# req_encoder_8to3

req_encoder_8to3/ff_map.png
(6 px per um) Other sequential cells in the stronger gray, the rest of the logic in the fainter gray.
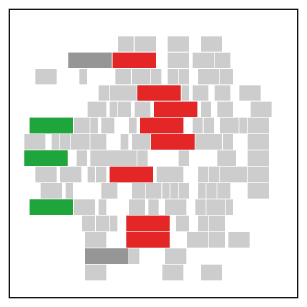
req_encoder_8to3/class_map.png
(6 px per um)
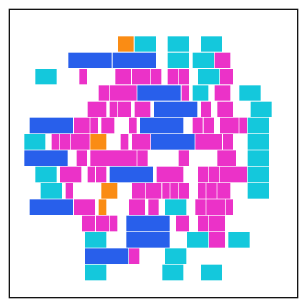
req_encoder_8to3/placed.png
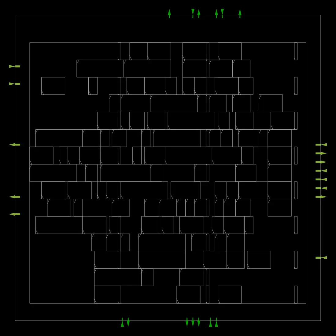
`config.mk`:
```
export PLATFORM = sky130hd
export DESIGN_NAME = req_encoder_8to3
export DESIGN_NICKNAME = d
export VERILOG_FILES = /design/src/rtl/req_enc_pkg.sv /design/src/rtl/prio_sel8.sv /design/src/rtl/req_encoder_8to3.sv
export SDC_FILE = /design/constraint.sdc
export NUM_CORES = 1
export LEC_CHECK = 0
export CORE_MARGIN = 2
export CORE_UTILIZATION = 37
export CTS_CLUSTER_DIAMETER = 100
export DETAILED_ROUTE_END_ITERATION = 8
export PLACE_DENSITY_LB_ADDON = 0.3
export REMOVE_ABC_BUFFERS = 1
export SYNTH_ARGS = -nofsm -noshare
export SYNTH_HDL_FRONTEND = slang
export SYNTH_SLANG_ARGS = --single-unit
```
`constraint.sdc`:
```
create_clock -name clk_i -period 2.6 [get_ports clk_i]
set_input_delay 0.65 -clock clk_i [delete_from_list [all_inputs] [get_ports clk_i]]
set_output_delay 0.65 -clock clk_i [all_outputs]
set_load 0.02 [all_outputs]
```
`src/rtl/req_enc_pkg.sv`:
```
// Shared constants and types for the request encoder that feeds the
// register-file select path.
package req_enc_pkg;

    localparam int N_REQ = 8;
    localparam int IDX_W = 3;

    // Priority orders: high-first serves index 7 before index 0; low-first is the reverse.
    localparam bit PRI_HIGH_FIRST = 1'b0;
    localparam bit PRI_LOW_FIRST  = 1'b1;

    typedef logic [N_REQ-1:0] req_mask_t;
    typedef logic [IDX_W-1:0] req_idx_t;

endpackage

```
`src/rtl/prio_sel8.sv`:
```
// Fixed-priority selector: picks one set bit of an 8-bit mask and returns
// its index. Purely combinational.
module prio_sel8
    import req_enc_pkg::*;
#(
    parameter bit LOW_FIRST = PRI_HIGH_FIRST
) (
    input  logic [N_REQ-1:0] mask_i,
    output logic [IDX_W-1:0] idx_o,
    output logic             any_o
);

    // The last matching bit in the scan wins, so the scan direction sets the priority.
    always_comb begin
        idx_o = '0;
        for (int i = 0; i < N_REQ; i++) begin
            if (LOW_FIRST == PRI_LOW_FIRST) begin
                if (mask_i[N_REQ-1-i]) begin
                    idx_o = IDX_W'(N_REQ-1-i);
                end
            end else begin
                if (mask_i[i]) begin
                    idx_o = IDX_W'(i);
                end
            end
        end
    end

    assign any_o = |mask_i;

endmodule

```
`src/rtl/req_encoder_8to3.sv`:
```
// Sequential 8-to-3 encoder: gathers request strobes into a pending mask and
// hands out one index at a time over a valid/ready handshake.
module req_encoder_8to3
    import req_enc_pkg::*;
#(
    parameter bit LOW_FIRST = PRI_HIGH_FIRST
) (
    input  logic             clk_i,
    input  logic             rst_i,
    input  logic             en_i,
    input  logic [N_REQ-1:0] r_i,
    input  logic             rdy_i,
    output logic [IDX_W-1:0] y_o,
    output logic             v_o,
    output logic [N_REQ-1:0] pend_o,
    output logic             idle_o,
    output logic             ovf_o
);

    req_mask_t p_q, p_d;
    req_idx_t  y_q, y_d;
    logic      v_q, v_d;
    logic      ovf_q, ovf_d;

    req_mask_t rm;
    req_mask_t cand;
    req_idx_t  sel_idx;
    logic      sel_any;
    logic      ld;

    assign rm   = en_i ? r_i : '0;
    assign cand = p_q | rm;
    assign ld   = !v_q || rdy_i;

    prio_sel8 #(
        .LOW_FIRST (LOW_FIRST)
    ) u_sel (
        .mask_i (cand),
        .idx_o  (sel_idx),
        .any_o  (sel_any)
    );

    // A strobe on the index held in Y is not an overflow; only collisions with P count.
    always_comb begin
        y_d   = y_q;
        v_d   = v_q;
        p_d   = cand;
        ovf_d = ovf_q | (|(rm & p_q));
        if (ld) begin
            if (sel_any) begin
                y_d = sel_idx;
                v_d = 1'b1;
                p_d = cand & ~(req_mask_t'(1) << sel_idx);
            end else begin
                v_d = 1'b0;
                p_d = '0;
            end
        end
    end

    always_ff @(posedge clk_i) begin
        if (rst_i) begin
            p_q   <= '0;
            y_q   <= '0;
            v_q   <= 1'b0;
            ovf_q <= 1'b0;
        end else begin
            p_q   <= p_d;
            y_q   <= y_d;
            v_q   <= v_d;
            ovf_q <= ovf_d;
        end
    end

    assign y_o    = y_q;
    assign v_o    = v_q;
    assign pend_o = p_q;
    assign ovf_o  = ovf_q;
    assign idle_o = !v_q && (p_q == '0);

endmodule

```
==> flow_results.xml <==
<?xml version="1.0" encoding="UTF-8"?>
<metrics>
  <group name="outcome">
    <metric name="status" unit="">complete, no violations</metric>
  </group>
  <group name="detailed_routing">
    <metric name="drt_drc" unit="">0</metric>
    <metric name="met3_wirelength" unit="um">68</metric>
  </group>
  <group name="logic_synthesis">
    <metric name="ys.flop_type" unit="">sky130_fd_sc_hd__dfxtp_1</metric>
    <metric name="post_synth_most_frequent_cells" unit="">sky130_fd_sc_hd__dfxtp_1 (13), sky130_fd_sc_hd__a21oi_1 (8), sky130_fd_sc_hd__nor2_1 (8)</metric>
    <metric name="post_synth_num_cell_types" unit="">33</metric>
    <metric name="synth-warning-count" unit="">0</metric>
    <metric name="synth-area-yosys" unit="sq um">710.7</metric>
    <metric name="yosys.stat.seqShare" unit="">0.3662</metric>
    <metric name="syn-instance-count" unit="">82</metric>
    <metric name="ys_top_logic_family" unit="">AND-OR/OR-AND gates</metric>
    <metric name="synth_flop_count" unit="">13</metric>
  </group>
  <group name="critical_path">
    <metric name="path_cells" unit="">nor2_1 -&gt; nand3_1 -&gt; nor4_1 -&gt; clkdlybuf4s50_1</metric>
    <metric name="crit_start" unit="">pend_o[6]$_SDFF_PP0_</metric>
    <metric name="critical_path.startpoint_type" unit="">register</metric>
  </group>
  <group name="global_routing">
    <metric name="gr-max-usage-layer" unit="">met2</metric>
    <metric name="grt_pass1_wl" unit="um">3008</metric>
    <metric name="globalRouteMet1Util" unit="">0.2564</metric>
  </group>
  <group name="final_timing">
    <metric name="finalCritPeriodShare" unit="">0.9300</metric>
    <metric name="report.final.slew_viol_count" unit="">0</metric>
  </group>
  <group name="power_and_ir_drop">
    <metric name="top_power_group" unit="">sequential cells</metric>
  </group>
  <group name="clock_tree">
    <metric name="ctsLongestPathBuffers" unit="">2</metric>
    <metric name="cts_hold_repair.buffers" unit="">0</metric>
    <metric name="cts_max_level" unit="">1</metric>
    <metric name="postCtsResizedCells" unit="">0</metric>
  </group>
  <group name="floorplanning">
    <metric name="design.die.area" unit="sq um">2287</metric>
  </group>
  <group name="cells_and_area">
    <metric name="numSequentialCells" unit="">13</metric>
    <metric name="fraction_of_area_in_multi_input_gates" unit="">0.4180</metric>
  </group>
</metrics>
## Picture notes: req_encoder_8to3/ff_map.png
Key: red = pend_o [placed flops 8]; green = y_o [placed flops 3]
Core Util, Final: 0.5752
sequential portion of the cell area: 0.2565
sequential power: 233 uW
storage element area: 260.3 sq um

## Picture notes: req_encoder_8to3/class_map.png
Key: orange = clock drivers and dummy loads [cells 4, share of their area 2.7%]; blue = sequential cells [cells 13, share of their area 26%]; cyan = remaining buffers and delay cells [cells 26, share of their area 26%]; magenta = remaining logic cells [cells 68, share of their area 45%]
total core area: 1764 sq um
post-route cell area: 1015 sq um

## Picture notes: req_encoder_8to3/placed.png
fillcell total: 173
tap cell count: 25
final std cells w/o fill: 136


# apb_master_arbiter

apb_master_arbiter/clock_wires.png
(2 px per um)
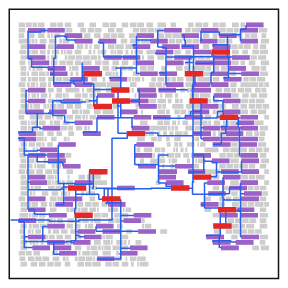
apb_master_arbiter/ff_map.png
(2 px per um) Other sequential cells in the stronger gray, the rest of the logic in the fainter gray.
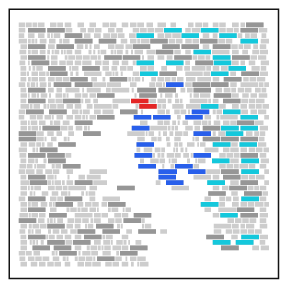
File: src/rtl/apb_spi_pkg.sv
`default_nettype none
// ============================================================================
// Module : apb_spi_pkg
// Brief  : Shared FSM state encoding and timeout default for the APB master.
// Rev    : 1.0
// ============================================================================
package apb_spi_pkg;

   typedef enum logic [1:0] {
      IDLE   = 2'd0,
      SETUP  = 2'd1,
      ACCESS = 2'd2
   } apb_state_t;

   localparam int C_TIMEOUT_DEFAULT = 255;

endpackage
`default_nettype wire

File: src/rtl/apb_rr_arbiter2.sv
`default_nettype none
// ============================================================================
// Module : apb_rr_arbiter2
// Brief  : Two-way round-robin grant; on a tie the non-owner wins.
// Rev    : 1.0
// ============================================================================
module apb_rr_arbiter2
   import apb_spi_pkg::*;
(
   input  logic i_valid0,
   input  logic i_valid1,
   input  logic i_owner,
   output logic o_grant,
   output logic o_any
);

   assign o_any   = i_valid0 | i_valid1;
   assign o_grant = (i_valid0 & i_valid1) ? ~i_owner : i_valid1;

endmodule
`default_nettype wire

File: src/rtl/apb_master_arbiter.sv
`default_nettype none
// ============================================================================
// Module : apb_master_arbiter
// Brief  : APB master shared by two requesters with round-robin arbitration
//          and an ACCESS-phase timeout.
// Rev    : 1.0
// ============================================================================
module apb_master_arbiter
   import apb_spi_pkg::*;
#(
   parameter int APB_ADDR_WIDTH = 32,
   parameter int APB_DATA_WIDTH = 32,
   parameter int TIMEOUT_CYCLES = C_TIMEOUT_DEFAULT
) (
   input  logic                      apb_pclk_i,
   input  logic                      apb_preset_ni,
   input  logic                      req0_valid_i,
   input  logic [APB_ADDR_WIDTH-1:0] req0_addr_i,
   input  logic                      req0_write_i,
   input  logic [APB_DATA_WIDTH-1:0] req0_wdata_i,
   output logic                      req0_done_o,
   output logic [APB_DATA_WIDTH-1:0] req0_rdata_o,
   output logic                      req0_err_o,
   input  logic                      req1_valid_i,
   input  logic [APB_ADDR_WIDTH-1:0] req1_addr_i,
   input  logic                      req1_write_i,
   input  logic [APB_DATA_WIDTH-1:0] req1_wdata_i,
   output logic                      req1_done_o,
   output logic [APB_DATA_WIDTH-1:0] req1_rdata_o,
   output logic                      req1_err_o,
   output logic                      apb_psel_o,
   output logic                      apb_penable_o,
   output logic [APB_ADDR_WIDTH-1:0] apb_paddr_o,
   output logic                      apb_pwrite_o,
   output logic [APB_DATA_WIDTH-1:0] apb_pwdata_o,
   input  logic [APB_DATA_WIDTH-1:0] apb_prdata_i,
   input  logic                      apb_pready_i,
   output logic                      owner_o
);

   localparam logic [15:0] C_TO_LAST = 16'(TIMEOUT_CYCLES - 1);

   apb_state_t                r_state;
   apb_state_t                w_state_nxt;
   logic                      r_psel;
   logic                      r_penable;
   logic [APB_ADDR_WIDTH-1:0] r_paddr;
   logic                      r_pwrite;
   logic [APB_DATA_WIDTH-1:0] r_pwdata;
   logic                      r_owner;
   logic [15:0]               r_cnt;
   logic                      r_done0;
   logic                      r_done1;
   logic                      r_err0;
   logic                      r_err1;
   logic [APB_DATA_WIDTH-1:0] r_rdata0;
   logic [APB_DATA_WIDTH-1:0] r_rdata1;

   logic                      w_grant;
   logic                      w_any;
   logic                      w_start;
   logic                      w_complete;
   logic                      w_timeout;
   logic                      w_finish;
   logic [APB_DATA_WIDTH-1:0] w_rdata_cap;

   apb_rr_arbiter2 u_arb (
      .i_valid0 (req0_valid_i),
      .i_valid1 (req1_valid_i),
      .i_owner  (r_owner),
      .o_grant  (w_grant),
      .o_any    (w_any)
   );

   // Requests are ignored in the done cycle, forcing one IDLE gap between transfers.
   assign w_start     = (r_state == IDLE) && w_any && !(r_done0 || r_done1);
   assign w_complete  = (r_state == ACCESS) && apb_pready_i;
   assign w_timeout   = (r_state == ACCESS) && !apb_pready_i && (r_cnt == C_TO_LAST);
   assign w_finish    = w_complete || w_timeout;
   assign w_rdata_cap = (w_complete && !r_pwrite) ? apb_prdata_i : '0;

   always_ff @(posedge apb_pclk_i or negedge apb_preset_ni) begin
      if (!apb_preset_ni) begin
         r_state <= IDLE;
      end else begin
         r_state <= w_state_nxt;
      end
   end

   always_comb begin
      w_state_nxt = r_state;
      case (r_state)
         IDLE:    if (w_start) w_state_nxt = SETUP;
         SETUP:   w_state_nxt = ACCESS;
         ACCESS:  if (w_finish) w_state_nxt = IDLE;
         default: w_state_nxt = IDLE;
      endcase
   end

   always_ff @(posedge apb_pclk_i or negedge apb_preset_ni) begin
      if (!apb_preset_ni) begin
         r_psel    <= 1'b0;
         r_penable <= 1'b0;
         r_paddr   <= '0;
         r_pwrite  <= 1'b0;
         r_pwdata  <= '0;
         r_owner   <= 1'b1;
         r_cnt     <= '0;
         r_done0   <= 1'b0;
         r_done1   <= 1'b0;
         r_err0    <= 1'b0;
         r_err1    <= 1'b0;
         r_rdata0  <= '0;
         r_rdata1  <= '0;
      end else begin
         r_psel    <= (w_state_nxt != IDLE);
         r_penable <= (w_state_nxt == ACCESS);
         r_done0   <= 1'b0;
         r_done1   <= 1'b0;
         r_cnt     <= ((r_state == ACCESS) && (w_state_nxt == ACCESS)) ? r_cnt + 16'd1 : '0;
         if (w_start) begin
            r_owner  <= w_grant;
            r_paddr  <= w_grant ? req1_addr_i  : req0_addr_i;
            r_pwrite <= w_grant ? req1_write_i : req0_write_i;
            r_pwdata <= w_grant ? req1_wdata_i : req0_wdata_i;
         end
         if (w_finish) begin
            if (r_owner) begin
               r_done1  <= 1'b1;
               r_err1   <= w_timeout;
               r_rdata1 <= w_rdata_cap;
            end else begin
               r_done0  <= 1'b1;
               r_err0   <= w_timeout;
               r_rdata0 <= w_rdata_cap;
            end
         end
      end
   end

   assign apb_psel_o    = r_psel;
   assign apb_penable_o = r_penable;
   assign apb_paddr_o   = r_paddr;
   assign apb_pwrite_o  = r_pwrite;
   assign apb_pwdata_o  = r_pwdata;
   assign owner_o       = r_owner;
   assign req0_done_o   = r_done0;
   assign req0_err_o    = r_err0;
   assign req0_rdata_o  = r_rdata0;
   assign req1_done_o   = r_done1;
   assign req1_err_o    = r_err1;
   assign req1_rdata_o  = r_rdata1;

endmodule
`default_nettype wire

File: config.mk
export PLATFORM = sky130hd
export DESIGN_NAME = apb_master_arbiter
export DESIGN_NICKNAME = d
export VERILOG_FILES = /design/src/rtl/apb_spi_pkg.sv /design/src/rtl/apb_rr_arbiter2.sv /design/src/rtl/apb_master_arbiter.sv
export SDC_FILE = /design/constraint.sdc
export NUM_CORES = 1
export LEC_CHECK = 0
export CORE_MARGIN = 4
export CORE_UTILIZATION = 41
export DETAILED_ROUTE_END_ITERATION = 6
export PLACE_DENSITY = 0.89
export SETUP_SLACK_MARGIN = 0.5
export SLEW_MARGIN = 20
export SYNTH_ARGS = -nofsm -noshare
export SYNTH_HDL_FRONTEND = slang
export SYNTH_SLANG_ARGS = --single-unit
File: constraint.sdc
create_clock -name apb_pclk_i -period 2.25 [get_ports apb_pclk_i]
set_input_delay 0.45 -clock apb_pclk_i [delete_from_list [all_inputs] [get_ports apb_pclk_i]]
set_output_delay 0.45 -clock apb_pclk_i [all_outputs]
set_load 0.005 [all_outputs]
==> flow_results.xml <==
<?xml version="1.0" encoding="UTF-8"?>
<metrics>
  <group name="outcome">
    <metric name="status" unit="">complete, no violations</metric>
  </group>
  <group name="detailed_routing">
    <metric name="drt_drc" unit="">0</metric>
    <metric name="met3_wirelength" unit="um">2263</metric>
    <metric name="drtIter0Drc" unit="">233</metric>
  </group>
  <group name="final_timing">
    <metric name="slew-limit-headroom" unit="">0.7300</metric>
    <metric name="max_freq" unit="MHz">575.1</metric>
    <metric name="final-setup-viol-count" unit="">0</metric>
  </group>
  <group name="logic_synthesis">
    <metric name="synth.cellmix.simpleShare" unit="">0.08781</metric>
    <metric name="synth-warning-count" unit="">0</metric>
    <metric name="yosys.stat.seqShare" unit="">0.5933</metric>
    <metric name="postSynthNetCount" unit="">710</metric>
  </group>
  <group name="critical_path">
    <metric name="crit-reg2reg-capture" unit="">req1_rdata_o[12]$_DFFE_PN0P_</metric>
    <metric name="cp_peak_stage_delay" unit="ps">510</metric>
    <metric name="critical_path.startpoint_type" unit="">register</metric>
    <metric name="regToRegSetupSlack" unit="ps">530</metric>
    <metric name="count_of_cells_along_the_worst_register_to_register_path" unit="">7</metric>
  </group>
  <group name="global_routing">
    <metric name="global_route.overflow_total" unit="">0</metric>
    <metric name="gr-max-usage-layer" unit="">met2</metric>
    <metric name="grt.met2_usage" unit="">0.3899</metric>
  </group>
  <group name="power_and_ir_drop">
    <metric name="power" unit="mW">12.32</metric>
    <metric name="netSwitchingFraction" unit="">0.3345</metric>
  </group>
  <group name="place">
    <metric name="routabilityCongestion" unit="">0.8416</metric>
  </group>
  <group name="floorplanning">
    <metric name="floorplan.io_pins" unit="">303</metric>
    <metric name="design.die.area" unit="sq um">17930</metric>
  </group>
  <group name="min_path">
    <metric name="worstHoldPathCells" unit="">2</metric>
  </group>
  <group name="cells_and_area">
    <metric name="final_std_cells_w_o_fill" unit="">1094</metric>
  </group>
</metrics>
## Picture notes: apb_master_arbiter/clock_wires.png
Key: red = clock-net drivers [count 17]; purple = flip-flops [count 154]; blue = clock wires [length 1820 um]
There are 18 routed clock nets. Position of the flops: widely spread.
clock-net power: 2.74 mW
clock group share of total power: 0.222
Clock Skews: 13.34 ps

## Picture notes: apb_master_arbiter/ff_map.png
Key: blue = r_cnt [placed flops 16, where middle]; red = r_state [placed flops 2]; cyan = req0_rdata_o [placed flops 32]
storage element area: 3856 sq um
Core Util, Final: 0.6983
sequential power: 4.57 mW


# load_store_unit

load_store_unit/port_trees.png
(4 px per um)
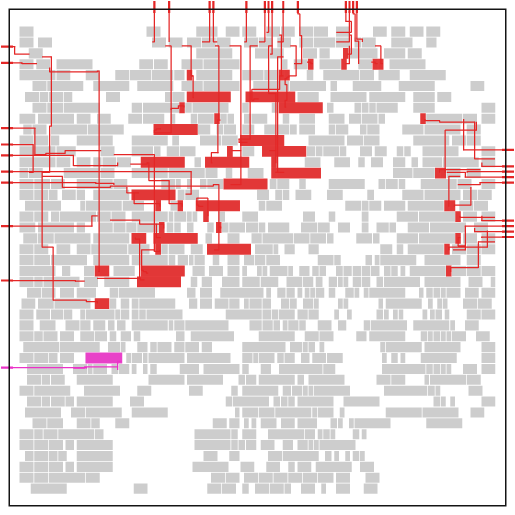
load_store_unit/placed.png
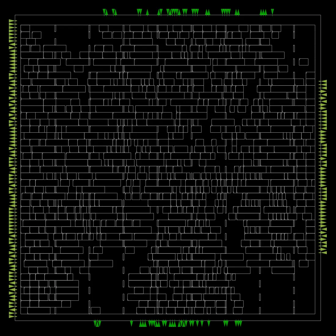
### src/rtl/load_store_unit.sv
// Load/store initiator for a 256-word, word-addressed data memory with combinational read.
// Define LSU_MISALIGN_TRAP_EN to reject misaligned halfword/word accesses instead of forcing alignment.
module load_store_unit #(
  parameter int ADDR_WIDTH    = 32,
  parameter int MEM_ADDR_BITS = 10
) (
  input  logic                  clk,
  input  logic                  rst_n,
  input  logic                  req_valid,
  output logic                  req_ready,
  input  logic                  req_write,
  input  logic [1:0]            req_size,
  input  logic                  req_unsigned,
  input  logic [ADDR_WIDTH-1:0] req_addr,
  input  logic [31:0]           req_wdata,
  output logic                  resp_valid,
  output logic                  resp_err,
  output logic [31:0]           load_data,
  output logic                  dmem_read,
  output logic                  dmem_write,
  output logic [ADDR_WIDTH-1:0] dmem_addr,
  output logic [31:0]           dmem_wdata,
  input  logic [31:0]           dmem_rdata
);

  typedef enum logic [2:0] {IDLE, LOAD, RMW, STORE, RESP} state_t;

  state_t      state;
  logic [1:0]  lane_p0;
  logic [1:0]  size_p0;
  logic        uns_p0;
  logic [15:0] wdata_p0;
  logic        accept;
  logic        out_of_range;
  logic        misalign;
  logic        req_error;

  // Lane selection: byte uses addr[1:0], halfword addr[1], word is always lane 0.
  function automatic logic [1:0] access_lane(input logic [1:0] a, input logic [1:0] size);
    case (size)
      2'b00:   return a;
      2'b01:   return {a[1], 1'b0};
      default: return 2'b00;
    endcase
  endfunction

  function automatic logic [31:0] extend_load(input logic [31:0] word, input logic [1:0] lane,
                                              input logic [1:0] size, input logic uns);
    logic signed [7:0]  b;
    logic signed [15:0] h;
    b = word[{lane, 3'b000} +: 8];
    h = word[{lane[1], 4'b0000} +: 16];
    case (size)
      2'b00:   return uns ? {24'h0, b} : 32'(b);
      2'b01:   return uns ? {16'h0, h} : 32'(h);
      default: return word;
    endcase
  endfunction

  function automatic logic [31:0] merge_store(input logic [31:0] word, input logic [15:0] wdata,
                                              input logic [1:0] lane, input logic [1:0] size);
    logic [31:0] m;
    m = word;
    if (size == 2'b00)
      m[{lane, 3'b000} +: 8] = wdata[7:0];
    else
      m[{lane[1], 4'b0000} +: 16] = wdata;
    return m;
  endfunction

  assign accept       = req_valid && req_ready;
  assign out_of_range = (req_addr >> MEM_ADDR_BITS) != '0;

`ifdef LSU_MISALIGN_TRAP_EN
  assign misalign = ((req_size == 2'b01) && req_addr[0]) ||
                    ((req_size == 2'b10) && (req_addr[1:0] != 2'b00));
`else
  assign misalign = 1'b0;
`endif

  assign req_error = (req_size == 2'b11) || out_of_range || misalign;

  // Request capture (p0): fields needed after acceptance
  always_ff @(posedge clk) begin
    if (accept) begin
      lane_p0  <= access_lane(req_addr[1:0], req_size);
      size_p0  <= req_size;
      uns_p0   <= req_unsigned;
      wdata_p0 <= req_wdata[15:0];
    end
  end

  // Control FSM with registered outputs
  always_ff @(posedge clk or negedge rst_n) begin
    if (!rst_n) begin
      state      <= IDLE;
      req_ready  <= 1'b0;
      resp_valid <= 1'b0;
      resp_err   <= 1'b0;
      load_data  <= 32'h0;
      dmem_read  <= 1'b0;
      dmem_write <= 1'b0;
      dmem_addr  <= '0;
      dmem_wdata <= 32'h0;
    end else begin
      resp_valid <= 1'b0;
      case (state)
        IDLE: begin
          req_ready <= 1'b1;
          if (accept) begin
            req_ready <= 1'b0;
            if (req_error) begin
              state      <= RESP;
              resp_valid <= 1'b1;
              resp_err   <= 1'b1;
            end else begin
              resp_err  <= 1'b0;
              dmem_addr <= {req_addr[ADDR_WIDTH-1:2], 2'b00};
              if (!req_write) begin
                state     <= LOAD;
                dmem_read <= 1'b1;
              end else if (req_size == 2'b10) begin
                state      <= STORE;
                dmem_write <= 1'b1;
                dmem_wdata <= req_wdata;
              end else begin
                state     <= RMW;
                dmem_read <= 1'b1;
              end
            end
          end
        end
        LOAD: begin
          load_data  <= extend_load(dmem_rdata, lane_p0, size_p0, uns_p0);
          dmem_read  <= 1'b0;
          resp_valid <= 1'b1;
          state      <= RESP;
        end
        RMW: begin
          dmem_read  <= 1'b0;
          dmem_write <= 1'b1;
          dmem_wdata <= merge_store(dmem_rdata, wdata_p0, lane_p0, size_p0);
          state      <= STORE;
        end
        STORE: begin
          dmem_write <= 1'b0;
          dmem_wdata <= 32'h0;
          resp_valid <= 1'b1;
          state      <= RESP;
        end
        RESP: begin
          resp_err  <= 1'b0;
          req_ready <= 1'b1;
          state     <= IDLE;
        end
        default: state <= IDLE;
      endcase
    end
  end

endmodule

### config.mk
export PLATFORM = sky130hd
export DESIGN_NAME = load_store_unit
export DESIGN_NICKNAME = d
export VERILOG_FILES = /design/src/rtl/load_store_unit.sv
export SDC_FILE = /design/constraint.sdc
export NUM_CORES = 1
export LEC_CHECK = 0
export CORE_MARGIN = 2
export CORE_UTILIZATION = 45
export DETAILED_ROUTE_END_ITERATION = 7
export HOLD_SLACK_MARGIN = 0.03
export PLACE_DENSITY = 0.83
export SLEW_MARGIN = 20
export SYNTH_ARGS = -nofsm -noshare
export SYNTH_HDL_FRONTEND = slang
export SYNTH_SLANG_ARGS = --single-unit
export TNS_END_PERCENT = 1
### constraint.sdc
create_clock -name clk -period 2.86 [get_ports clk]
set_input_delay 0.429 -clock clk [delete_from_list [all_inputs] [get_ports clk]]
set_output_delay 0.429 -clock clk [all_outputs]
set_load 0.005 [all_outputs]
==> flow_results.xml <==
<?xml version="1.0" encoding="UTF-8"?>
<metrics>
  <group name="clock_tree">
    <metric name="ctsLongestPathBuffers" unit="">2</metric>
    <metric name="worst_skew_pair.late_latency" unit="ps">430</metric>
  </group>
  <group name="place">
    <metric name="detailedPlace.worstSlack" unit="ps">57.89</metric>
    <metric name="placement.cell_area" unit="sq um">8682</metric>
  </group>
  <group name="cells_and_area">
    <metric name="layout_clock_buffers" unit="">26</metric>
    <metric name="logic_gates" unit="">425</metric>
    <metric name="final_layout_top_logic_cells" unit="">sky130_fd_sc_hd__clkdlybuf4s50_1 (200), sky130_fd_sc_hd__dfrtp_1 (102), sky130_fd_sc_hd__nand2_1 (74)</metric>
    <metric name="layout-area-overhead-vs-synth" unit="%">44.43</metric>
    <metric name="num-nets-final" unit="">913</metric>
  </group>
  <group name="logic_synthesis">
    <metric name="syn-mean-instance-area" unit="sq um">10.70</metric>
    <metric name="ys.flop_type" unit="">sky130_fd_sc_hd__dfrtp_1</metric>
    <metric name="yosys-stat-cells" unit="">603</metric>
  </group>
  <group name="detailed_routing">
    <metric name="antenna_violating_nets_post_route" unit="">0</metric>
    <metric name="met3_wirelength" unit="um">2259</metric>
    <metric name="drtPass1Iterations" unit="">6</metric>
  </group>
  <group name="final_timing">
    <metric name="final-setup-viol-count" unit="">0</metric>
  </group>
  <group name="critical_path">
    <metric name="critPathSlowestCell" unit="">sky130_fd_sc_hd__nor2_1</metric>
  </group>
  <group name="outcome">
    <metric name="status" unit="">complete, no violations</metric>
  </group>
  <group name="global_routing">
    <metric name="globalRouteMet1Util" unit="">0.3509</metric>
  </group>
</metrics>
About load_store_unit/port_trees.png:
Key: red = req_wdata [direction input, end cells 48, buffers 32, wire 1210 um]; magenta = dmem_read [direction output, end cells 1, buffers 1, wire 33.1 um]
count of buffers from port buffering: 201
# IOs: 204

About load_store_unit/placed.png:
flop count: 123
fillcell total: 1009
sequential portion of the cell area: 0.3416
tap cell count: 180
Placement Rows: 43


Power figures rest on the tool's default switching activity, not on a simulated workload.
